# ---- block 1 ----
==> block_1/layer_met1.png <==
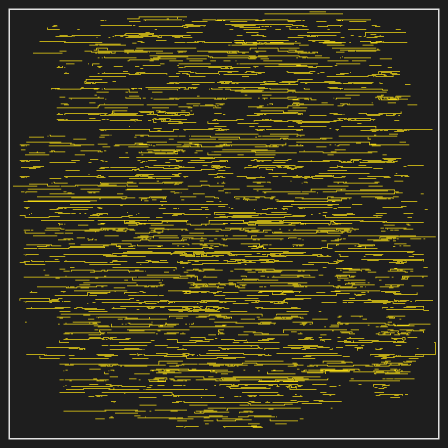

`config.mk`:
```
export PLATFORM = sky130hd
export DESIGN_NAME = sample_fifo_flat
export DESIGN_NICKNAME = d
export VERILOG_FILES = /design/src/rtl/sample_fifo_if.sv /design/src/rtl/sample_fifo.sv /design/src/flat_wrapper.sv
export SDC_FILE = /design/constraint.sdc
export NUM_CORES = 1
export LEC_CHECK = 0
export CAP_MARGIN = 40
export CELL_PAD_IN_SITES_DETAIL_PLACEMENT = 1
export CELL_PAD_IN_SITES_GLOBAL_PLACEMENT = 1
export CORE_UTILIZATION = 53
export DETAILED_ROUTE_END_ITERATION = 8
export PLACE_DENSITY = 0.88
export SYNTH_ARGS = -nofsm -noshare
export SYNTH_HDL_FRONTEND = slang
export SYNTH_SLANG_ARGS = --single-unit
```
`constraint.sdc`:
```
create_clock -name clk -period 3.4 [get_ports clk]
set_clock_uncertainty 0.2 [all_clocks]
set_input_delay 0.51 -clock clk [delete_from_list [all_inputs] [get_ports clk]]
set_output_delay 0.51 -clock clk [all_outputs]
set_load 0.01 [all_outputs]
```
`src/rtl/sample_fifo_if.sv`:
```
// Port bundle for sample_fifo: upstream req/ack sample input, strobed sample output and status.
// Vectors are big-endian ([0:N-1]) to match the resampling filter's bus.
interface sample_fifo_if #(
    parameter int DWIDTH    = 16,
    parameter int DEPTH_LOG = 4
);
    logic                in_req;
    logic                in_ack;
    logic [0:DWIDTH-1]   in_data;
    logic                out_strobe;
    logic [0:DWIDTH-1]   out_data;
    logic [0:DEPTH_LOG]  level;
    logic                underrun;
    logic                clr_underrun;
    logic                dbg_run;

    modport master (
        output in_req, in_data, clr_underrun,
        input  in_ack, out_strobe, out_data, level, underrun, dbg_run
    );

    modport slave (
        input  in_req, in_data, clr_underrun,
        output in_ack, out_strobe, out_data, level, underrun, dbg_run
    );
endinterface

```
`src/rtl/sample_fifo.sv`:
```
// Rate-decoupling sample buffer: four-phase req/ack writes into a small FIFO, which is replayed
// one sample every DIV clocks after a prefill threshold; sticky underrun flag on an empty tick.
module sample_fifo #(
    parameter int DWIDTH    = 16,
    parameter int DEPTH     = 16,
    parameter int DEPTH_LOG = 4,
    parameter int DIV       = 32,
    parameter int START     = 8
) (
    input  logic         clk,
    input  logic         rst,
    sample_fifo_if.slave bus
);
    localparam int CW = (DIV > 1) ? $clog2(DIV) : 1;
    localparam logic [CW-1:0]      TICK_AT = CW'(DIV - 1);
    localparam logic [DEPTH_LOG:0] FULL_L  = (DEPTH_LOG + 1)'(DEPTH);
    localparam logic [DEPTH_LOG:0] START_L = (DEPTH_LOG + 1)'(START);

    typedef enum logic {PREFILL = 1'b0, RUN = 1'b1} state_t;

    state_t                 state_q, state_d;
    logic [CW-1:0]          cnt_q, cnt_d;
    logic [DEPTH_LOG-1:0]   wptr_q, wptr_d, rptr_q, rptr_d;
    logic [DEPTH_LOG:0]     level_q, level_d;
    logic                   ack_q, ack_d;
    logic                   strobe_q, strobe_d;
    logic                   und_q, und_d;
    logic [0:DWIDTH-1]      out_q, out_d;
    logic [0:DWIDTH-1]      mem_q [DEPTH];
    logic                   tick, accept, pop;

    // Handshake: a sample is taken when in_req=1 while in_ack=0 and the FIFO is not full; in_ack
    // then pulses for exactly one cycle, so the upstream must drop in_req before the next capture.
    always_comb begin
        tick     = (cnt_q == TICK_AT);
        accept   = bus.in_req && !ack_q && (level_q < FULL_L);
        pop      = 1'b0;
        state_d  = state_q;
        cnt_d    = tick ? '0 : cnt_q + 1'b1;
        ack_d    = accept;
        strobe_d = tick;
        out_d    = out_q;
        und_d    = und_q && !bus.clr_underrun;
        rptr_d   = rptr_q;
        wptr_d   = accept ? wptr_q + 1'b1 : wptr_q;

        unique case (state_q)
            PREFILL: begin
                if (tick) out_d = '0;
                if (level_q >= START_L) state_d = RUN;
            end
            RUN: begin
                if (tick) begin
                    if (level_q != '0) begin
                        pop    = 1'b1;
                        out_d  = mem_q[rptr_q];
                        rptr_d = rptr_q + 1'b1;
                    end else begin
                        // Empty on a playback tick: emit silence, flag it, and refill first.
                        out_d   = '0;
                        und_d   = 1'b1;
                        state_d = PREFILL;
                    end
                end
            end
            default: state_d = PREFILL;
        endcase

        unique case ({accept, pop})
            2'b10:   level_d = level_q + 1'b1;
            2'b01:   level_d = level_q - 1'b1;
            default: level_d = level_q;
        endcase
    end

    always_ff @(posedge clk or negedge rst) begin
        if (!rst) begin
            state_q  <= PREFILL;
            cnt_q    <= '0;
            wptr_q   <= '0;
            rptr_q   <= '0;
            level_q  <= '0;
            ack_q    <= 1'b0;
            strobe_q <= 1'b0;
            und_q    <= 1'b0;
            out_q    <= '0;
        end else begin
            state_q  <= state_d;
            cnt_q    <= cnt_d;
            wptr_q   <= wptr_d;
            rptr_q   <= rptr_d;
            level_q  <= level_d;
            ack_q    <= ack_d;
            strobe_q <= strobe_d;
            und_q    <= und_d;
            out_q    <= out_d;
        end
    end

    // Storage is left unreset; only the pointers and level define what is valid.
    always_ff @(posedge clk) begin
        if (accept) mem_q[wptr_q] <= bus.in_data;
    end

    assign bus.in_ack     = ack_q;
    assign bus.out_strobe = strobe_q;
    assign bus.out_data   = out_q;
    assign bus.level      = level_q;
    assign bus.underrun   = und_q;
    assign bus.dbg_run    = (state_q == RUN);
endmodule
```
`src/flat_wrapper.sv`:
```
// flat-port wrapper written by rule: the top's interface ports become plain ports
module sample_fifo_flat 
#(
    parameter int DWIDTH    = 16,
    parameter int DEPTH     = 16,
    parameter int DEPTH_LOG = 4,
    parameter int DIV       = 32,
    parameter int START     = 8
)
  (clk, rst, bus_in_req, bus_in_data, bus_clr_underrun, bus_in_ack, bus_out_strobe, bus_out_data, bus_level, bus_underrun, bus_dbg_run);
  sample_fifo_if #(.DWIDTH(DWIDTH), .DEPTH_LOG(DEPTH_LOG)) bus_i ();
  input  logic clk;
  input  logic rst;
  input wire logic [$bits(bus_i.in_req)-1:0] bus_in_req;
  input wire logic [$bits(bus_i.in_data)-1:0] bus_in_data;
  input wire logic [$bits(bus_i.clr_underrun)-1:0] bus_clr_underrun;
  output wire logic [$bits(bus_i.in_ack)-1:0] bus_in_ack;
  output wire logic [$bits(bus_i.out_strobe)-1:0] bus_out_strobe;
  output wire logic [$bits(bus_i.out_data)-1:0] bus_out_data;
  output wire logic [$bits(bus_i.level)-1:0] bus_level;
  output wire logic [$bits(bus_i.underrun)-1:0] bus_underrun;
  output wire logic [$bits(bus_i.dbg_run)-1:0] bus_dbg_run;
  assign bus_i.in_req = bus_in_req;
  assign bus_i.in_data = bus_in_data;
  assign bus_i.clr_underrun = bus_clr_underrun;
  assign bus_in_ack = bus_i.in_ack;
  assign bus_out_strobe = bus_i.out_strobe;
  assign bus_out_data = bus_i.out_data;
  assign bus_level = bus_i.level;
  assign bus_underrun = bus_i.underrun;
  assign bus_dbg_run = bus_i.dbg_run;
  sample_fifo #(.DWIDTH(DWIDTH), .DEPTH(DEPTH), .DEPTH_LOG(DEPTH_LOG), .DIV(DIV), .START(START)) u_core (.clk(clk), .rst(rst), .bus(bus_i));
endmodule
```
# ---- block 2 ----
File: src/rtl/wb_slave_regfile_pkg.sv
// Shared types for the Wishbone register-file slave.
// The FSM state encoding lives here so the top and any checkers agree on it.
package wb_slave_regfile_pkg;

    typedef enum logic [1:0] {
        STATE_IDLE,
        STATE_WAIT,
        STATE_RESPOND
    } state_t;

    localparam int WAIT_CNT_WIDTH = 4;

endpackage

File: src/rtl/wb_slave_regfile_bank.sv
// Register storage: NUM_REGS words, byte-enable write port, asynchronous read port.
// Addresses at or above NUM_REGS match no word, so they neither write nor read.
module wb_slave_regfile_bank #(
    parameter int ADDR_WIDTH = 4,
    parameter int DATA_WIDTH = 32,
    parameter int NUM_REGS   = 12
) (
    input  logic                    clk,
    input  logic                    rst,
    input  logic                    wr_en,
    input  logic [ADDR_WIDTH-1:0]   wr_addr,
    input  logic [DATA_WIDTH/8-1:0] wr_sel,
    input  logic [DATA_WIDTH-1:0]   wr_data,
    input  logic [ADDR_WIDTH-1:0]   rd_addr,
    output logic [DATA_WIDTH-1:0]   rd_data
);

    localparam int SEL_WIDTH = DATA_WIDTH / 8;

    logic [DATA_WIDTH-1:0] regs [NUM_REGS];

    always_ff @(posedge clk) begin
        if (rst) begin
            for (int i = 0; i < NUM_REGS; i++) begin
                regs[i] <= '0;
            end
        end else if (wr_en) begin
            for (int i = 0; i < NUM_REGS; i++) begin
                if (wr_addr == ADDR_WIDTH'(i)) begin
                    for (int b = 0; b < SEL_WIDTH; b++) begin
                        if (wr_sel[b]) begin
                            regs[i][8*b +: 8] <= wr_data[8*b +: 8];
                        end
                    end
                end
            end
        end
    end

    always_comb begin
        rd_data = '0;
        for (int i = 0; i < NUM_REGS; i++) begin
            if (rd_addr == ADDR_WIDTH'(i)) begin
                rd_data = regs[i];
            end
        end
    end

endmodule

File: src/rtl/wb_slave_regfile.sv
// Wishbone B4 classic-cycle slave over a register bank, with WAIT_CYCLES wait states
// and a single-cycle ACK (mapped) or ERR (unmapped) termination.
module wb_slave_regfile
    import wb_slave_regfile_pkg::*;
#(
    parameter int ADDR_WIDTH  = 4,
    parameter int DATA_WIDTH  = 32,
    parameter int NUM_REGS    = 12,
    parameter int WAIT_CYCLES = 0
) (
    input  logic                    clk_i,
    input  logic                    rst_i,
    input  logic                    cyc_i,
    input  logic                    stb_i,
    input  logic                    we_i,
    input  logic [ADDR_WIDTH-1:0]   adr_i,
    input  logic [DATA_WIDTH/8-1:0] sel_i,
    input  logic [DATA_WIDTH-1:0]   dat_i,
    output logic [DATA_WIDTH-1:0]   dat_o,
    output logic                    ack_o,
    output logic                    err_o
);

    localparam int SEL_WIDTH = DATA_WIDTH / 8;
    localparam logic NO_WAIT = (WAIT_CYCLES == 0);
    localparam logic [WAIT_CNT_WIDTH-1:0] WAIT_LOAD =
        (WAIT_CYCLES > 0) ? WAIT_CNT_WIDTH'(WAIT_CYCLES - 1) : '0;

    state_t                    state;
    logic [WAIT_CNT_WIDTH-1:0] wait_cnt;
    logic                      req_we;
    logic [ADDR_WIDTH-1:0]     req_adr;
    logic [SEL_WIDTH-1:0]      req_sel;
    logic [DATA_WIDTH-1:0]     req_dat;

    logic                      take_req;
    logic                      enter_resp;
    logic                      eff_we;
    logic                      eff_mapped;
    logic [ADDR_WIDTH-1:0]     eff_adr;
    logic [SEL_WIDTH-1:0]      eff_sel;
    logic [DATA_WIDTH-1:0]     eff_dat;
    logic [DATA_WIDTH-1:0]     rd_data;

    // With no wait states the response is produced on the acceptance edge itself,
    // so the live bus values stand in for the not-yet-latched request.
    always_comb begin
        take_req   = (state == STATE_IDLE) && cyc_i && stb_i;
        eff_we     = take_req ? we_i  : req_we;
        eff_adr    = take_req ? adr_i : req_adr;
        eff_sel    = take_req ? sel_i : req_sel;
        eff_dat    = take_req ? dat_i : req_dat;
        enter_resp = (take_req && NO_WAIT)
                   || ((state == STATE_WAIT) && cyc_i && (wait_cnt == '0));
        eff_mapped = ({1'b0, eff_adr} < (ADDR_WIDTH + 1)'(NUM_REGS));
    end

    always_ff @(posedge clk_i) begin
        if (rst_i) begin
            state    <= STATE_IDLE;
            wait_cnt <= '0;
            req_we   <= 1'b0;
            req_adr  <= '0;
            req_sel  <= '0;
            req_dat  <= '0;
            ack_o    <= 1'b0;
            err_o    <= 1'b0;
            dat_o    <= '0;
        end else begin
            ack_o <= enter_resp && eff_mapped;
            err_o <= enter_resp && !eff_mapped;
            dat_o <= (enter_resp && eff_mapped && !eff_we) ? rd_data : '0;
            case (state)
                STATE_IDLE: begin
                    if (take_req) begin
                        req_we  <= we_i;
                        req_adr <= adr_i;
                        req_sel <= sel_i;
                        req_dat <= dat_i;
                        if (NO_WAIT) begin
                            state <= STATE_RESPOND;
                        end else begin
                            wait_cnt <= WAIT_LOAD;
                            state    <= STATE_WAIT;
                        end
                    end
                end
                STATE_WAIT: begin
                    // Only cyc_i aborts; a dropped stb_i mid-wait is ignored.
                    if (!cyc_i) begin
                        state <= STATE_IDLE;
                    end else if (wait_cnt == '0) begin
                        state <= STATE_RESPOND;
                    end else begin
                        wait_cnt <= wait_cnt - 1'b1;
                    end
                end
                STATE_RESPOND: state <= STATE_IDLE;
                default:       state <= STATE_IDLE;
            endcase
        end
    end

    wb_slave_regfile_bank #(
        .ADDR_WIDTH(ADDR_WIDTH),
        .DATA_WIDTH(DATA_WIDTH),
        .NUM_REGS  (NUM_REGS)
    ) u_bank (
        .clk    (clk_i),
        .rst    (rst_i),
        .wr_en  (enter_resp && eff_we && eff_mapped),
        .wr_addr(eff_adr),
        .wr_sel (eff_sel),
        .wr_data(eff_dat),
        .rd_addr(eff_adr),
        .rd_data(rd_data)
    );

endmodule

File: config.mk
export PLATFORM = sky130hd
export DESIGN_NAME = wb_slave_regfile
export DESIGN_NICKNAME = d
export VERILOG_FILES = /design/src/rtl/wb_slave_regfile_pkg.sv /design/src/rtl/wb_slave_regfile_bank.sv /design/src/rtl/wb_slave_regfile.sv
export SDC_FILE = /design/constraint.sdc
export NUM_CORES = 1
export LEC_CHECK = 0
export ABC_AREA = 0
export CORE_MARGIN = 3
export CORE_UTILIZATION = 60
export DETAILED_ROUTE_END_ITERATION = 7
export HOLD_SLACK_MARGIN = 0.1
export PLACE_DENSITY = 0.82
export SYNTH_ARGS = -nofsm -noshare
export SYNTH_HDL_FRONTEND = slang
export SYNTH_SLANG_ARGS = --single-unit
File: constraint.sdc
create_clock -name clk_i -period 5.1 [get_ports clk_i]
set_clock_uncertainty 0.15 [all_clocks]
set_input_delay 1.02 -clock clk_i [delete_from_list [all_inputs] [get_ports clk_i]]
set_output_delay 1.02 -clock clk_i [all_outputs]
set_load 0.01 [all_outputs]
==> block_1/congestion.png <==
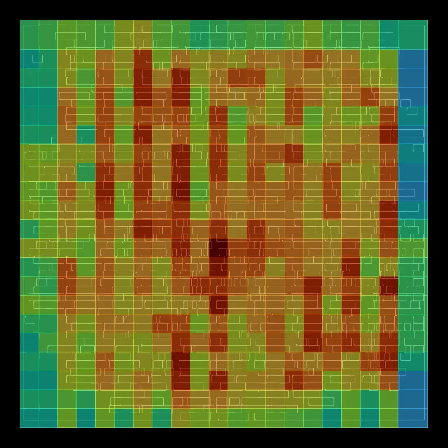
M1 GR Usage: 32.42%
most used routing layer: met2
per-cell routed wire length: 28.92 µm
grt met2 use: 44.35%
total global-route track usage: 25.27%

Notes on block_1/layer_met1.png above:
nets with wire on the layer: 614
wire length on this layer: 10,400 µm
longest straight run: 69.9 µm
main direction: horizontal

==> results.sh, block 1 <==
# implementation run metrics
export IMPL_status="finished clean"
export IMPL_finalWirelength_um=26580
export IMPL_grt_pass1_wl_um=39560
export IMPL_crit_path_start="u_core.cnt_q[0]"
export IMPL_top_register="u_core.mem_q"
export IMPL_synth_main_ff_cell="edfxtp_1"
export IMPL_dominant_cells="sequential cells"
export IMPL_fp_dieW_um=148.7
export IMPL_cp_slowest_cell="dfrtp_1"
export IMPL_cts_setup_buffers=0
export IMPL_num_vias=5668
export IMPL_synthAoiAreaFrac_pct=1.929
export IMPL_place_detailed_hpwl_um=16640
export IMPL_seq_share_pct=65.02
export IMPL_antenna_found_initial=0
export IMPL_via_per_inst=6.168
export IMPL_adder_share_pct=1.096
export IMPL_reg2reg_from="u_core.cnt_q[0]"
block 1: metrics by stage:
step           area [µm²]  hold WS [ns]  utilization [%]  instances
3_3_place_gp        12380        0.2422            58.73        864
6_report            13300        0.2138            63.05        919
4_1_cts             13280        0.2111            62.99        919
2_1_floorplan       11410       0.01441                -        537
5_1_grt             13300        0.2392            63.05        919
3_5_place_dp        12420        0.2333            58.89        866
block 1: power breakdown:
part | internal, mW | total, mW | switching (mW)
clock network | 1.63 | 2.90 | 1.28
logic | 0.377 | 0.876 | 0.499
registers | 4.22 | 4.43 | 0.215
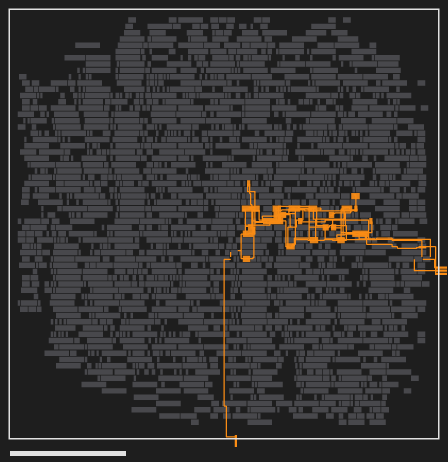
(block_2/io_fan.png)
Scale bar: 50 µm.
[adr_i] orange | bits: 4 | direction: input | end cells: 28 | wire: 877 µm

==> results.sh, block 2 <==
# implementation run metrics
export IMPL_cts_tree="built"
export IMPL_tightest_slew_ns=1.116
export IMPL_numCtsBuffers=44
export IMPL_clock_buffers=64
export IMPL_reg2reg_from="req_adr[0]"
export IMPL_power_clock_mw=3.22
export IMPL_overflow=0
export IMPL_wl_met3_um=7422
export IMPL_seq_area_um2=12950
export IMPL_place_inst=1983
export IMPL_hold_class="flop to flop"
export IMPL_clock_cell_area_share_pct=6.588
export IMPL_cp_cell_sequence="clkdlybuf4s50_1 -> nor4bb_1 -> mux2_4 -> or3_1 -> a221oi_1 -> or3_1 -> a21oi_1"
export IMPL_numPortBuffers=78
export IMPL_syn_nets=1642
export IMPL_avgSynthCellArea_um2=12.07
export IMPL_clock_sinks=455
export IMPL_yosysTopAreaCell="edfxtp_1"
export IMPL_cts_hold_buf=0
export IMPL_status="finished clean"
export IMPL_cp_slowest_stage_delay_ns=0.91
export IMPL_insertion_delay_ns=0.54
export IMPL_tool_warnings=26
export IMPL_p_comb_uw=545
export IMPL_finalSetupViolCount=0
export IMPL_r2r_end="dat_o[31]"
export IMPL_num_vias=13890
export IMPL_cts_setup_buffers=0
export IMPL_die_h_um=185.3
[block 2: how the worst max path moves through the flow]
stage,startpoint,endpoint,slack (ns),cells after the start
finish,adr_i[1],dat_o[31],1.12,7
global route,adr_i[0],u_bank.regs[0][281],1.03,5
CTS,adr_i[0],u_bank.regs[0][281],1.26,5
detailed placement,adr_i[0],u_bank.regs[0][280],0.69,5
global placement,adr_i[0],u_bank.regs[0][280],0.75,5
floorplan,adr_i[2],u_bank.regs[0][256],2.05,6
[block 2: state kept, by name, indices dropped and copies added, names as in the netlist]
name	flops
ack_o	1
dat_o	32
err_o	1
req_adr	4
req_dat	32
state	1
u_bank.regs	384

==> notes/layouts.md <==
Pictures saved along the way, in no particular order.

Sequential cells colored by netlist name.
Other sequential cells in the stronger gray, the rest of the logic in the fainter gray.
image #1
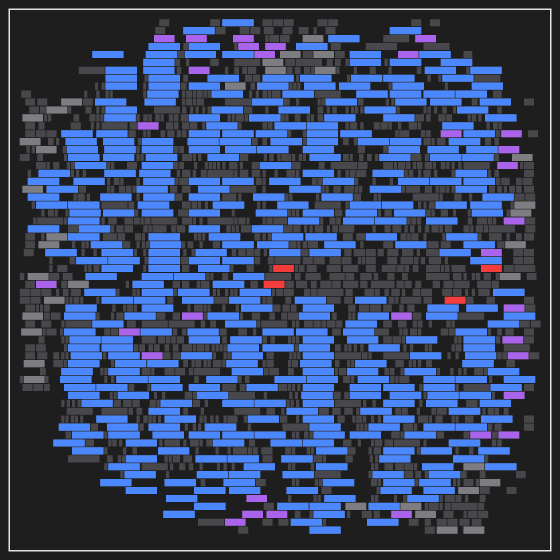
image #2
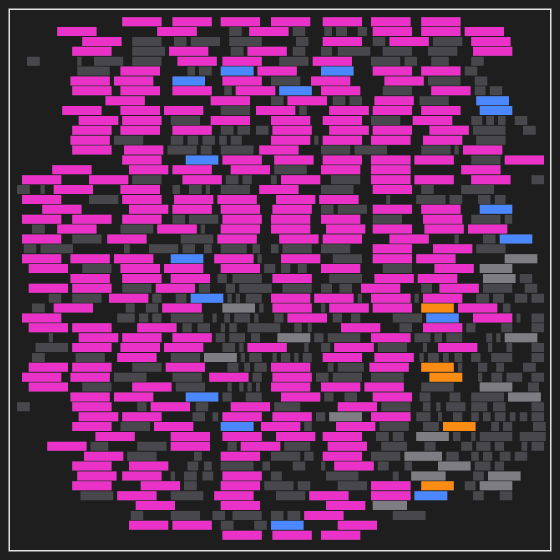
The one with the most sequential cells is image #1.
The one with the most cells is image #1.
| from | picture |
|---|---|
| block 1 | image #2 |
| block 2 | image #1 |


# ---- block 3 ----
==> block_3/congestion.png <==
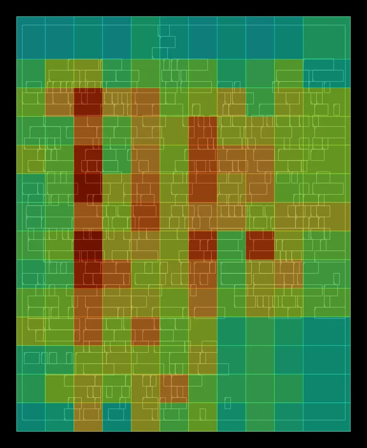

`config.mk`:
```
export PLATFORM = sky130hd
export DESIGN_NAME = seven_seg_scan_ctrl
export DESIGN_NICKNAME = d
export VERILOG_FILES = /design/src/rtl/seven_seg_scan_ctrl.sv
export SDC_FILE = /design/constraint.sdc
export NUM_CORES = 1
export LEC_CHECK = 0
export CORE_ASPECT_RATIO = 1.25
export CORE_UTILIZATION = 40
export DETAILED_ROUTE_END_ITERATION = 12
export PLACE_DENSITY = 0.66
export RECOVER_POWER = 25
export SYNTH_ARGS = -nofsm -noshare
export SYNTH_HDL_FRONTEND = slang
export SYNTH_SLANG_ARGS = --single-unit
```
`constraint.sdc`:
```
create_clock -name clk -period 3 [get_ports clk]
set_input_delay 0.9 -clock clk [delete_from_list [all_inputs] [get_ports clk]]
set_output_delay 0.9 -clock clk [all_outputs]
set_load 0.1 [all_outputs]
```
`src/rtl/seven_seg_scan_ctrl.sv`:
```
`default_nettype none
// ============================================================================
// Module   : seven_seg_scan_ctrl
// Brief    : Time-multiplexed scan controller for a common-anode multi-digit
//            seven-segment display with guard gaps and leading-zero blanking.
// Revision : 1.0
// ============================================================================
module seven_seg_scan_ctrl #(
    parameter int NUM_DIGITS   = 4,
    parameter int DWELL_CYCLES = 50000,
    parameter int GUARD_CYCLES = 500
) (
    input  logic                    clk,
    input  logic                    rst_n,
    input  logic                    enable,
    input  logic                    lz_blank,
    input  logic                    load_valid,
    output logic                    load_ready,
    input  logic [4*NUM_DIGITS-1:0] load_data,
    input  logic [NUM_DIGITS-1:0]   load_dp,
    output logic [3:0]              digit_nibble,
    output logic [NUM_DIGITS-1:0]   an_n,
    output logic                    dp_n,
    output logic                    frame_tick
);

    localparam int c_MAX_CYC = (DWELL_CYCLES > GUARD_CYCLES) ? DWELL_CYCLES : GUARD_CYCLES;
    localparam int c_CNT_W   = (c_MAX_CYC > 1) ? $clog2(c_MAX_CYC) : 1;
    localparam int c_IDX_W   = $clog2(NUM_DIGITS);

    localparam logic [c_CNT_W-1:0] c_GUARD_LAST = c_CNT_W'(GUARD_CYCLES - 1);
    localparam logic [c_CNT_W-1:0] c_DWELL_LAST = c_CNT_W'(DWELL_CYCLES - 1);
    localparam logic [c_IDX_W-1:0] c_IDX_LAST   = c_IDX_W'(NUM_DIGITS - 1);

    typedef enum logic [1:0] {
        S_IDLE  = 2'd0,
        S_GUARD = 2'd1,
        S_DRIVE = 2'd2
    } state_t;

    state_t                    r_state;
    state_t                    w_state_nxt;
    logic [c_IDX_W-1:0]        r_idx;
    logic [c_IDX_W-1:0]        w_idx_nxt;
    logic [c_CNT_W-1:0]        r_cnt;
    logic [c_CNT_W-1:0]        w_cnt_nxt;
    logic                      w_frame_start;

    logic [4*NUM_DIGITS-1:0]   r_disp;
    logic [NUM_DIGITS-1:0]     r_disp_dp;
    logic [4*NUM_DIGITS-1:0]   r_pend;
    logic [NUM_DIGITS-1:0]     r_pend_dp;
    logic                      r_pend_valid;
    logic                      w_xfer;
    logic [4*NUM_DIGITS-1:0]   w_disp_nxt;
    logic [NUM_DIGITS-1:0]     w_disp_dp_nxt;

    logic [NUM_DIGITS-1:0]     w_blank;
    logic [3:0]                w_nib_sel;
    logic                      w_dp_sel;
    logic                      w_blank_sel;
    logic [NUM_DIGITS-1:0]     w_an_n;
    logic                      w_dp_n;
    logic [3:0]                w_nibble;

    logic [NUM_DIGITS-1:0]     r_an_n;
    logic                      r_dp_n;
    logic [3:0]                r_nibble;
    logic                      r_frame_tick;

    always_ff @(posedge clk) begin
        if (!rst_n) begin
            r_state <= S_IDLE;
            r_idx   <= '0;
            r_cnt   <= '0;
        end else begin
            r_state <= w_state_nxt;
            r_idx   <= w_idx_nxt;
            r_cnt   <= w_cnt_nxt;
        end
    end

    always_comb begin
        w_state_nxt   = r_state;
        w_idx_nxt     = r_idx;
        w_cnt_nxt     = r_cnt + c_CNT_W'(1);
        w_frame_start = 1'b0;
        if (!enable) begin
            w_state_nxt = S_IDLE;
            w_idx_nxt   = '0;
            w_cnt_nxt   = '0;
        end else begin
            case (r_state)
                S_IDLE: begin
                    w_state_nxt   = S_GUARD;
                    w_idx_nxt     = '0;
                    w_cnt_nxt     = '0;
                    w_frame_start = 1'b1;
                end
                S_GUARD: begin
                    if (r_cnt == c_GUARD_LAST) begin
                        w_state_nxt = S_DRIVE;
                        w_cnt_nxt   = '0;
                    end
                end
                S_DRIVE: begin
                    if (r_cnt == c_DWELL_LAST) begin
                        w_state_nxt = S_GUARD;
                        w_cnt_nxt   = '0;
                        if (r_idx == c_IDX_LAST) begin
                            w_idx_nxt     = '0;
                            w_frame_start = 1'b1;
                        end else begin
                            w_idx_nxt = r_idx + c_IDX_W'(1);
                        end
                    end
                end
                default: begin
                    w_state_nxt = S_IDLE;
                    w_idx_nxt   = '0;
                    w_cnt_nxt   = '0;
                end
            endcase
        end
    end

    // Pending data lands on the display only at a frame boundary (or while idle),
    // so a frame is always drawn from one consistent value.
    assign w_xfer        = r_pend_valid & ((r_state == S_IDLE) | w_frame_start);
    assign w_disp_nxt    = w_xfer ? r_pend    : r_disp;
    assign w_disp_dp_nxt = w_xfer ? r_pend_dp : r_disp_dp;

    always_comb begin
        logic w_zero_run;
        w_zero_run = 1'b1;
        w_blank    = '0;
        for (int i = NUM_DIGITS - 1; i > 0; i--) begin
            w_zero_run = w_zero_run & (w_disp_nxt[4*i +: 4] == 4'h0);
            w_blank[i] = lz_blank & w_zero_run;
        end
    end

    always_comb begin
        w_nib_sel   = 4'h0;
        w_dp_sel    = 1'b0;
        w_blank_sel = 1'b0;
        for (int i = 0; i < NUM_DIGITS; i++) begin
            if (w_idx_nxt == c_IDX_W'(i)) begin
                w_nib_sel   = w_disp_nxt[4*i +: 4];
                w_dp_sel    = w_disp_dp_nxt[i];
                w_blank_sel = w_blank[i];
            end
        end
    end

    // Outputs are computed for the upcoming state and registered, keeping them
    // aligned with the FSM while leaving no input-to-output combinational path.
    always_comb begin
        w_an_n   = '1;
        w_dp_n   = 1'b1;
        w_nibble = 4'h0;
        case (w_state_nxt)
            S_GUARD: w_nibble = w_nib_sel;
            S_DRIVE: begin
                w_nibble = w_nib_sel;
                if (!w_blank_sel) begin
                    w_an_n = ~(NUM_DIGITS'(1) << w_idx_nxt);
                    w_dp_n = ~w_dp_sel;
                end
            end
            default: ;
        endcase
    end

    always_ff @(posedge clk) begin
        if (!rst_n) begin
            r_disp       <= '0;
            r_disp_dp    <= '0;
            r_pend       <= '0;
            r_pend_dp    <= '0;
            r_pend_valid <= 1'b0;
            r_an_n       <= '1;
            r_dp_n       <= 1'b1;
            r_nibble     <= 4'h0;
            r_frame_tick <= 1'b0;
        end else begin
            if (w_xfer) begin
                r_disp    <= r_pend;
                r_disp_dp <= r_pend_dp;
            end
            if (load_valid && !r_pend_valid) begin
                r_pend       <= load_data;
                r_pend_dp    <= load_dp;
                r_pend_valid <= 1'b1;
            end else if (w_xfer) begin
                r_pend_valid <= 1'b0;
            end
            r_an_n       <= w_an_n;
            r_dp_n       <= w_dp_n;
            r_nibble     <= w_nibble;
            r_frame_tick <= w_frame_start;
        end
    end

    assign load_ready   = ~r_pend_valid;
    assign an_n         = r_an_n;
    assign dp_n         = r_dp_n;
    assign digit_nibble = r_nibble;
    assign frame_tick   = r_frame_tick;

endmodule
`default_nettype wire

```
# ---- block 4 ----
[config.mk]
export PLATFORM = sky130hd
export DESIGN_NAME = bus_loader
export DESIGN_NICKNAME = d
export VERILOG_FILES = /design/src/rtl/bus_loader_pkg.sv /design/src/rtl/bus_loader.sv
export SDC_FILE = /design/constraint.sdc
export NUM_CORES = 1
export LEC_CHECK = 0
export ABC_AREA = 0
export CAP_MARGIN = 20
export CORE_UTILIZATION = 53
export CTS_CLUSTER_DIAMETER = 40
export DETAILED_ROUTE_END_ITERATION = 6
export MAX_ROUTING_LAYER = met4
export PLACE_DENSITY = 0.8
export SYNTH_ARGS = -nofsm -noshare
export SYNTH_HDL_FRONTEND = slang
export SYNTH_SLANG_ARGS = --single-unit
export TNS_END_PERCENT = 30
[constraint.sdc]
create_clock -name clk -period 6.52 [get_ports clk]
set_clock_uncertainty 0.15 [all_clocks]
set_input_delay 1.304 -clock clk [delete_from_list [all_inputs] [get_ports clk]]
set_output_delay 1.304 -clock clk [all_outputs]
set_load 0.01 [all_outputs]
[src/rtl/bus_loader_pkg.sv]
// Shared definitions for the tty-driven bus loader.
// Holds the FSM state enum, command bytes and default ACK/NAK codes.
package bus_loader_pkg;

  typedef enum logic [2:0] {
    S_IDLE,
    S_ADDR,
    S_DATA,
    S_BUS,
    S_RESP,
    S_RUN
  } state_e;

  localparam logic [7:0] CMD_W = 8'h57;
  localparam logic [7:0] CMD_R = 8'h52;
  localparam logic [7:0] CMD_G = 8'h47;

  localparam logic [7:0] ACK_DEF = 8'h06;
  localparam logic [7:0] NAK_DEF = 8'h15;

  localparam logic [2:0] SIZE_WORD = 3'd2;

endpackage

[src/rtl/bus_loader.sv]
// Serial loader: takes W/R/G commands from a tty byte stream and
// drives one word-sized bus access per frame, replying ACK/NAK/data.
// Ports:
//   clk, rst                       clock, async active-high reset
//   rx_valid/rx_ready/rx_data      byte pull from the tty receiver
//   tx_valid/tx_ready/tx_data      byte push to the tty transmitter
//   addr/size/valid/write/wdata    bus request
//   rdata/ready                    bus response
//   run                            core release, sticky until reset
module bus_loader
  import bus_loader_pkg::*;
#(
  parameter int unsigned BUS_TIMEOUT = 255,
  parameter logic [7:0]  ACK         = ACK_DEF,
  parameter logic [7:0]  NAK         = NAK_DEF
) (
  input  logic        clk,
  input  logic        rst,
  output logic        rx_valid,
  input  logic        rx_ready,
  input  logic [7:0]  rx_data,
  output logic        tx_valid,
  input  logic        tx_ready,
  output logic [7:0]  tx_data,
  output logic [31:0] addr,
  output logic [2:0]  size,
  output logic        valid,
  output logic        write,
  output logic [31:0] wdata,
  input  logic [31:0] rdata,
  input  logic        ready,
  output logic        run
);

  localparam logic [31:0] TMO_LIM = 32'(BUS_TIMEOUT);

  state_e      state_q, state_d;
  logic [1:0]  cnt_q, cnt_d;
  logic [1:0]  last_q, last_d;
  logic [31:0] tmo_q, tmo_d;
  logic [31:0] addr_q, addr_d;
  logic [31:0] wdata_q, wdata_d;
  logic [31:0] resp_q, resp_d;
  logic        write_q, write_d;
  logic        go_q, go_d;
  logic [31:0] tmo_inc;

  assign tmo_inc = tmo_q + 32'd1;

  always_ff @(posedge clk or posedge rst) begin
    if (rst) begin
      state_q <= S_IDLE;
      cnt_q   <= '0;
      last_q  <= '0;
      tmo_q   <= '0;
      addr_q  <= '0;
      wdata_q <= '0;
      resp_q  <= '0;
      write_q <= 1'b0;
      go_q    <= 1'b0;
    end else begin
      state_q <= state_d;
      cnt_q   <= cnt_d;
      last_q  <= last_d;
      tmo_q   <= tmo_d;
      addr_q  <= addr_d;
      wdata_q <= wdata_d;
      resp_q  <= resp_d;
      write_q <= write_d;
      go_q    <= go_d;
    end
  end

  always_comb begin
    state_d = state_q;
    cnt_d   = cnt_q;
    last_d  = last_q;
    tmo_d   = tmo_q;
    addr_d  = addr_q;
    wdata_d = wdata_q;
    resp_d  = resp_q;
    write_d = write_q;
    go_d    = go_q;
    unique case (state_q)
      S_IDLE: begin
        if (rx_ready) begin
          cnt_d = '0;
          go_d  = 1'b0;
          unique case (rx_data)
            CMD_W: begin
              write_d = 1'b1;
              state_d = S_ADDR;
            end
            CMD_R: begin
              write_d = 1'b0;
              state_d = S_ADDR;
            end
            CMD_G: begin
              write_d = 1'b0;
              go_d    = 1'b1;
              resp_d  = {24'd0, ACK};
              last_d  = 2'd0;
              state_d = S_RESP;
            end
            default: begin
              write_d = 1'b0;
              resp_d  = {24'd0, NAK};
              last_d  = 2'd0;
              state_d = S_RESP;
            end
          endcase
        end
      end
      S_ADDR: begin
        if (rx_ready) begin
          // Shift in from the top so the first byte lands in [7:0].
          addr_d = {rx_data, addr_q[31:8]};
          cnt_d  = cnt_q + 2'd1;
          if (cnt_q == 2'd3) begin
            tmo_d   = '0;
            state_d = write_q ? S_DATA : S_BUS;
          end
        end
      end
      S_DATA: begin
        if (rx_ready) begin
          wdata_d = {rx_data, wdata_q[31:8]};
          cnt_d   = cnt_q + 2'd1;
          if (cnt_q == 2'd3) begin
            tmo_d   = '0;
            state_d = S_BUS;
          end
        end
      end
      S_BUS: begin
        if (ready) begin
          cnt_d   = '0;
          state_d = S_RESP;
          if (write_q) begin
            resp_d = {24'd0, ACK};
            last_d = 2'd0;
          end else begin
            resp_d = rdata;
            last_d = 2'd3;
          end
        end else begin
          tmo_d = tmo_inc;
          // Give up once the count reaches the limit; valid drops next cycle.
          if (tmo_inc == TMO_LIM) begin
            cnt_d   = '0;
            resp_d  = {24'd0, NAK};
            last_d  = 2'd0;
            state_d = S_RESP;
          end
        end
      end
      S_RESP: begin
        if (tx_ready) begin
          cnt_d = cnt_q + 2'd1;
          if (cnt_q == last_q) begin
            cnt_d   = '0;
            state_d = go_q ? S_RUN : S_IDLE;
          end else begin
            resp_d = {8'd0, resp_q[31:8]};
          end
        end
      end
      S_RUN: begin
        state_d = S_RUN;
      end
      default: begin
        state_d = S_IDLE;
      end
    endcase
  end

  // IDLE is the reset state; keep the rx request quiet while rst is held.
  assign rx_valid = !rst && (state_q == S_IDLE ||
                             state_q == S_ADDR ||
                             state_q == S_DATA);
  assign tx_valid = (state_q == S_RESP);
  assign valid    = (state_q == S_BUS);
  assign run      = (state_q == S_RUN);
  assign tx_data  = resp_q[7:0];
  assign addr     = addr_q;
  assign wdata    = wdata_q;
  assign write    = write_q;
  assign size     = SIZE_WORD;

endmodule

# ---- block 5 ----
<file path="config.mk">
export PLATFORM = sky130hd
export DESIGN_NAME = alu32_arbiter
export DESIGN_NICKNAME = d
export VERILOG_FILES = /design/src/rtl/alu32_arbiter.sv
export SDC_FILE = /design/constraint.sdc
export NUM_CORES = 1
export LEC_CHECK = 0
export ABC_AREA = 1
export CORE_MARGIN = 4
export CORE_UTILIZATION = 37
export CTS_CLUSTER_DIAMETER = 100
export DETAILED_ROUTE_END_ITERATION = 10
export PLACE_DENSITY_LB_ADDON = 0.1
export SYNTH_ARGS = -nofsm -noshare
export SYNTH_HDL_FRONTEND = slang
export SYNTH_SLANG_ARGS = --single-unit
</file>
<file path="constraint.sdc">
create_clock -name clk -period 1.7 [get_ports clk]
set_clock_uncertainty 0.15 [all_clocks]
set_input_delay 0.34 -clock clk [delete_from_list [all_inputs] [get_ports clk]]
set_output_delay 0.34 -clock clk [all_outputs]
set_load 0.005 [all_outputs]
</file>
<file path="src/rtl/alu32_arbiter.sv">
// -----------------------------------------------------------------------------
// alu32_arbiter
//
// Purpose:
//    Shares one external combinational ALU between two requesters. A winner is
//    chosen in IDLE, its opcode/operands are registered onto the ALU inputs,
//    the controller waits ALU_LAT settle cycles, captures the ALU output and
//    returns it with a one-cycle done pulse to the requester that was granted.
//    State sequence: IDLE -> EXEC -> DONE -> IDLE, one operation in flight.
//
// Parameters:
//    WIDTH    operand/result width
//    OPW      opcode width (opcode is passed through, never decoded)
//    ALU_LAT  settle cycles between driving the ALU and capturing alu_s (1..15)
//
// Ports:
//    clk, reset           clock (rising edge), synchronous active-high reset
//    req0/op0/a0/b0       requester 0 request, opcode, operands
//    req1/op1/a1/b1       requester 1 request, opcode, operands
//    gnt0, gnt1           1-cycle pulse: operation accepted (IDLE cycle)
//    done0, done1         1-cycle pulse: result valid for that requester
//    result, zero         captured ALU result and result==0 flag
//    busy                 high while in EXEC or DONE
//    alu_op/alu_a/alu_b   registered ALU inputs
//    alu_s                ALU combinational result
//
// Configuration:
//    ALU_ARB_FIXED_PRIO_EN  defined: requester 0 always wins a tie.
//                           undefined (default): round-robin on ties.
// -----------------------------------------------------------------------------
module alu32_arbiter #(
   parameter int WIDTH   = 32,
   parameter int OPW     = 3,
   parameter int ALU_LAT = 1
) (
   input  logic             clk,
   input  logic             reset,
   input  logic             req0,
   input  logic [OPW-1:0]   op0,
   input  logic [WIDTH-1:0] a0,
   input  logic [WIDTH-1:0] b0,
   input  logic             req1,
   input  logic [OPW-1:0]   op1,
   input  logic [WIDTH-1:0] a1,
   input  logic [WIDTH-1:0] b1,
   output logic             gnt0,
   output logic             gnt1,
   output logic             done0,
   output logic             done1,
   output logic [WIDTH-1:0] result,
   output logic             zero,
   output logic             busy,
   output logic [OPW-1:0]   alu_op,
   output logic [WIDTH-1:0] alu_a,
   output logic [WIDTH-1:0] alu_b,
   input  logic [WIDTH-1:0] alu_s
);

   typedef enum logic [1:0] {
      S_IDLE = 2'd0,
      S_EXEC = 2'd1,
      S_DONE = 2'd2
   } state_t;

   // The settle counter is loaded with ALU_LAT-1 so that capture happens in
   // the ALU_LAT-th EXEC cycle.
   localparam logic [3:0] CNT_INIT = 4'(ALU_LAT - 1);

   state_t           state_q, state_d;
   logic [3:0]       cnt_q, cnt_d;
   logic             owner_q, owner_d;    // 1 = requester 1 owns the op in flight
   logic [OPW-1:0]   alu_op_q, alu_op_d;
   logic [WIDTH-1:0] alu_a_q, alu_a_d;
   logic [WIDTH-1:0] alu_b_q, alu_b_d;
   logic [WIDTH-1:0] result_q, result_d;
   logic             zero_q, zero_d;
   logic             pick1;

`ifdef ALU_ARB_FIXED_PRIO_EN
   // Requester 0 always wins; requester 1 only gets through when req0 is low.
   assign pick1 = req1 & ~req0;
`else
   logic             last_gnt_q, last_gnt_d;

   // On a tie the requester that was not granted last time wins.
   assign pick1 = req1 & (~req0 | ~last_gnt_q);
`endif

   always_comb begin
      state_d  = state_q;
      cnt_d    = cnt_q;
      owner_d  = owner_q;
      alu_op_d = alu_op_q;
      alu_a_d  = alu_a_q;
      alu_b_d  = alu_b_q;
      result_d = result_q;
      zero_d   = zero_q;
      gnt0     = 1'b0;
      gnt1     = 1'b0;
      done0    = 1'b0;
      done1    = 1'b0;
`ifndef ALU_ARB_FIXED_PRIO_EN
      last_gnt_d = last_gnt_q;
`endif

      unique case (state_q)
         S_IDLE: begin
            if (req0 | req1) begin
               owner_d  = pick1;
               alu_op_d = pick1 ? op1 : op0;
               alu_a_d  = pick1 ? a1  : a0;
               alu_b_d  = pick1 ? b1  : b0;
               cnt_d    = CNT_INIT;
               gnt0     = ~pick1;
               gnt1     = pick1;
               state_d  = S_EXEC;
`ifndef ALU_ARB_FIXED_PRIO_EN
               last_gnt_d = pick1;
`endif
            end
         end
         S_EXEC: begin
            if (cnt_q == 4'd0) begin
               result_d = alu_s;
               zero_d   = (alu_s == '0);
               state_d  = S_DONE;
            end else begin
               cnt_d = cnt_q - 4'd1;
            end
         end
         S_DONE: begin
            done0   = ~owner_q;
            done1   = owner_q;
            state_d = S_IDLE;
         end
         default: begin
            state_d = S_IDLE;
         end
      endcase

      // Reset suppresses every handshake pulse in the cycle it is asserted.
      if (reset) begin
         gnt0  = 1'b0;
         gnt1  = 1'b0;
         done0 = 1'b0;
         done1 = 1'b0;
      end
   end

   always_ff @(posedge clk) begin
      if (reset) begin
         state_q  <= S_IDLE;
         cnt_q    <= 4'd0;
         owner_q  <= 1'b0;
         alu_op_q <= '0;
         alu_a_q  <= '0;
         alu_b_q  <= '0;
         result_q <= '0;
         zero_q   <= 1'b0;
      end else begin
         state_q  <= state_d;
         cnt_q    <= cnt_d;
         owner_q  <= owner_d;
         alu_op_q <= alu_op_d;
         alu_a_q  <= alu_a_d;
         alu_b_q  <= alu_b_d;
         result_q <= result_d;
         zero_q   <= zero_d;
      end
   end

`ifndef ALU_ARB_FIXED_PRIO_EN
   // Starts at 1 so requester 0 wins the first tie after reset.
   always_ff @(posedge clk) begin
      if (reset) begin
         last_gnt_q <= 1'b1;
      end else begin
         last_gnt_q <= last_gnt_d;
      end
   end
`endif

   assign busy   = (state_q != S_IDLE);
   assign result = result_q;
   assign zero   = zero_q;
   assign alu_op = alu_op_q;
   assign alu_a  = alu_a_q;
   assign alu_b  = alu_b_q;

endmodule

</file>
==> block_4/io_fan.png <==
Scale bar: 20 µm.
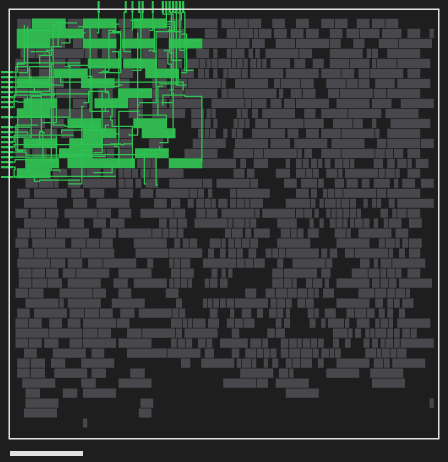
[wdata] green | bits: 32 | direction: output | end cells: 32 | wire: 1,320 µm
PortBufs: 121
IO Pins: 125

==> results.sh, block 4 <==
# implementation run metrics
export IMPL_status="finished clean"
export IMPL_switching_share_pct=21.48
export IMPL_power_clock_fraction_pct=52.2
export IMPL_clock_sinks=136
export IMPL_layout_top_cell="dfrtp_1"
export IMPL_overflow=0
export IMPL_power_internal_mw=1.475
export IMPL_clock_cell_area_share_pct=6.823
export IMPL_core_area_um2=12720
export IMPL_ys_sh_mux_pct=15.98
export IMPL_grt_util_all_layers_pct=26.86
export IMPL_cts_hold_buf=0
export IMPL_top_area_share_pct=48.95
export IMPL_antenna_found_initial=0
export IMPL_synthAoiAreaFrac_pct=13.57
export IMPL_seq_power_uw=845
export IMPL_die_h_um=116.5
export IMPL_seq_area_um2=3403
export IMPL_dr_pass1_iters=7
export IMPL_antenna_left=0
export IMPL_slew_headroom_pct=29.72
export IMPL_yosys_warnings=0
export IMPL_instances_no_fill=938
export IMPL_synth_main_ff_cell="dfrtp_1"
export IMPL_critPathKind="flop to flop"
[block 4: metal layers]
layer	share of wire (%)	vias to the layer above	global-route usage [%]	routed length [µm]
li1	-	2560	-	-
met2	46	238	38.97	7922
met4	1.1	0	7.511	194
met1	45	2740	36.13	7689
met5	0	-	-	0
met3	8.3	18	8.614	1423
[block 4: sequential cells by signal (all words and copies together), names as in the netlist]
name     count
addr        32
resp_q      32
tmo_q       32
wdata       32
state_q      3
cnt_q        2
go_q         1
last_q       1
write        1
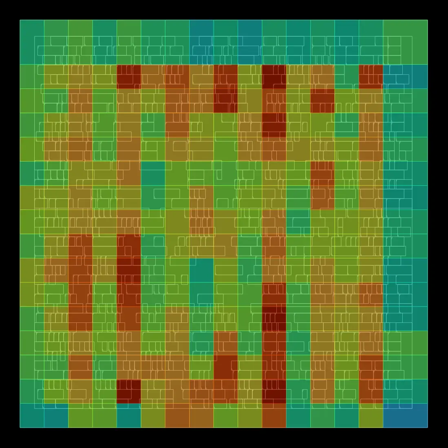
(block_5/congestion.png)
Core Util, Final: 69.36%
met3 usage: 6.684%
most used routing layer: met2
per-cell routed wire length: 15.62 µm

==> results.sh, block 5 <==
# implementation run metrics
export IMPL_fp_dieW_um=116.2
export IMPL_status="complete, but fails checks"
export IMPL_finalHoldViolCount=0
export IMPL_adder_share_pct=0.5779
export IMPL_yosysTopAreaCell="dfxtp_1"
export IMPL_finalWorstSetupSlack_ns=-0.05890
export IMPL_finalSetupViolCount=2
export IMPL_dieArea_um2=13500
export IMPL_taps=143
export IMPL_yosysSeqAreaShare_pct=49.93
export IMPL_power_internal_mw=6.229
export IMPL_seq_cells=108
export IMPL_antenna_cells_inserted=1
export IMPL_cp_slowest_cell="dfxtp_2"
export IMPL_area_leaders="dfxtp_1 50%, nand2_1 13%, nor2_1 12%, o31ai_1 5.2%, nand3_1 4.9%"
export IMPL_cts_setup_buffers=2
export IMPL_peakVddDrop_uv=834.2
export IMPL_clock_sinks=108
export IMPL_grt_setup_unrepaired="yes"
export IMPL_inverters=21
export IMPL_cp_data_arrival_time_ns=1.27
export IMPL_violations="negative setup slack"
export IMPL_cp_num_cells=5
export IMPL_p_comb_share_pct=36.3
export IMPL_place_detailed_hpwl_um=11600
export IMPL_cts_hold_buf=0
export IMPL_clock_path_buffers=2
export IMPL_min_to="alu_b[28]"
==> block 5: per-stage QoR <==
| stage | hold slack (ns) | power [mW] | setup TNS, ns | area, µm² | std cells |
|---|---|---|---|---|---|
| after floorplan | 0.2756 | 4.691 | 0 | 4330 | 589 |
| after detailed placement | 0.2918 | 6.751 | -35.12 | 7330 | 994 |
| after global routing | 0.3251 | 9.494 | -0.5766 | 7920 | 1017 |
| after global placement | 0.2869 | 6.676 | -32.82 | 7330 | 994 |
| after CTS | 0.3092 | 8.939 | -0.1742 | 7652 | 1012 |
| final | 0.2987 | 8.954 | -0.08489 | 7920 | 1017 |
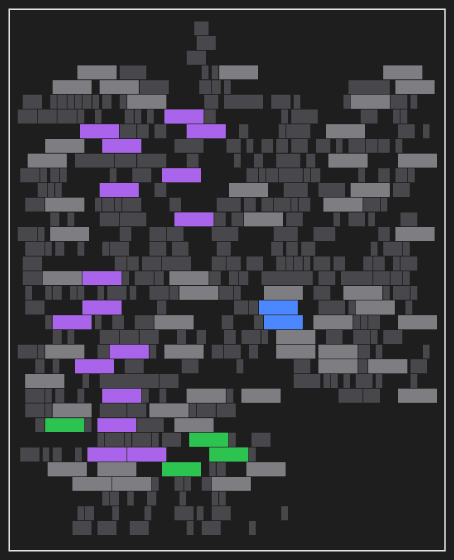
(block_3/flops_by_reg.png)
Other sequential cells in the stronger gray, the rest of the logic in the fainter gray.
[r_idx] blue | placed flops: 2
[r_disp] purple | placed flops: 16
[r_pend_dp] green | placed flops: 4 | where: bottom middle
not colored: 49
Flop area: 1421 µm²
Seq area share: 39.04%
Power Sequential: 985 µW
Core Util, Final: 49.20%

About block_3/congestion.png:
total global-route track usage: 17.98%
met3 usage: 4.000%
per-cell routed wire length: 13.63 µm
most used routing layer: met2
grt met2 use: 31.29%

==> results.sh, block 3 <==
# implementation run metrics
export IMPL_status="finished clean"
export IMPL_insertion_delay_ns=0.36
export IMPL_worst_hold_slack_ns=0.4625
export IMPL_fmax_mhz=388.0
export IMPL_inverters=5
export IMPL_hold_path_cell_count=2
export IMPL_tightest_slew_ns=1.179
export IMPL_avgSynthCellArea_um2=9.084
export IMPL_area_leaders="dfxtp_1 46%, nand2_1 7.1%, mux2i_1 5.5%, nor2_1 4.6%, a21oi_1 4.1%"
export IMPL_antenna_found_initial=0
export IMPL_top_layer_used="met4"
export IMPL_xor_share_pct=3.993
export IMPL_antenna_cells_inserted=0
export IMPL_layout_area_comb_um2=1535
export IMPL_ctsResizeCount=0
export IMPL_top_area_share_pct=46.29
export IMPL_endpoint="digit_nibble[3]"
export IMPL_clkTransAtPathRegs_ns=0.09
export IMPL_dominant_cells="logic gates"
export IMPL_post_route_drc_count=0
export IMPL_cap_violations=0
export IMPL_switching_share_pct=26.76
export IMPL_post_place_ws_ns=0.2669
export IMPL_min_period_ns=2.577
export IMPL_adder_share_pct=2.852
export IMPL_wl_met3_um=232
block 3: critical path, stage by stage (launching register included):
cell and delay, ns:
dfxtp_1 0.37, ha_1 0.24, nor4b_1 0.27, nand4_1 0.20
a31oi_1 0.23, a21oi_1 0.07, o21ai_0 0.26, ha_1 0.28
nand2b_1 0.20, a221o_1 0.29, a21oi_1 0.10
block 3: power groups by stage:
stage,Combinational (mW),Clock [mW],Sequential (mW)
6_report,0.174,0.817,0.985
5_1_grt,0.195,0.872,0.989
4_1_cts,0.178,0.830,0.985
3_5_place_dp,0.177,0,1.01
3_3_place_gp,0.176,0,1.01
2_1_floorplan,0.108,0,1.01


==> layout pictures side by side <==
The metal 1 layer.
(a)
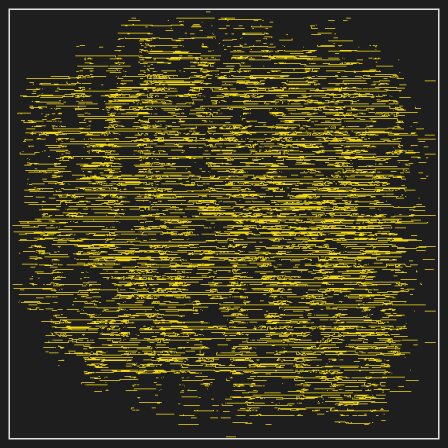
(b)
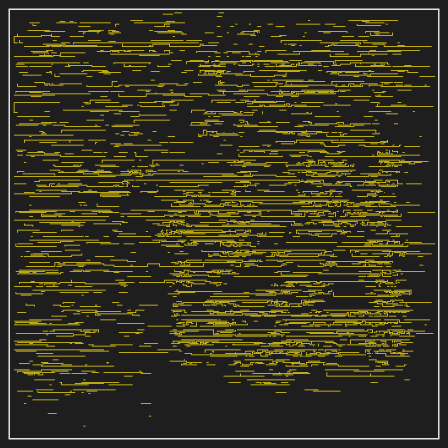
(c)
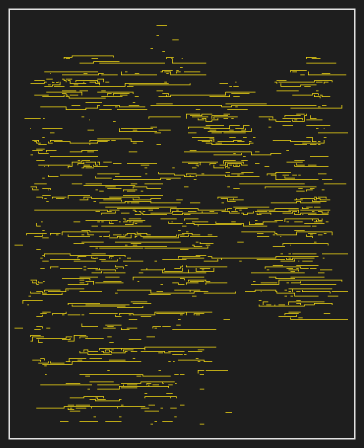
(d)
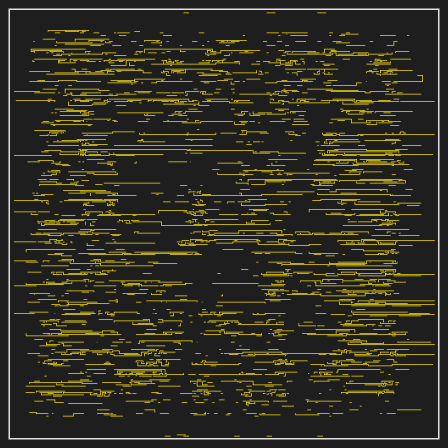
block 5 -> (d)
block 3 -> (c)
block 2 -> (a)
block 4 -> (b)

Power is estimated from default activity; no workload was simulated.
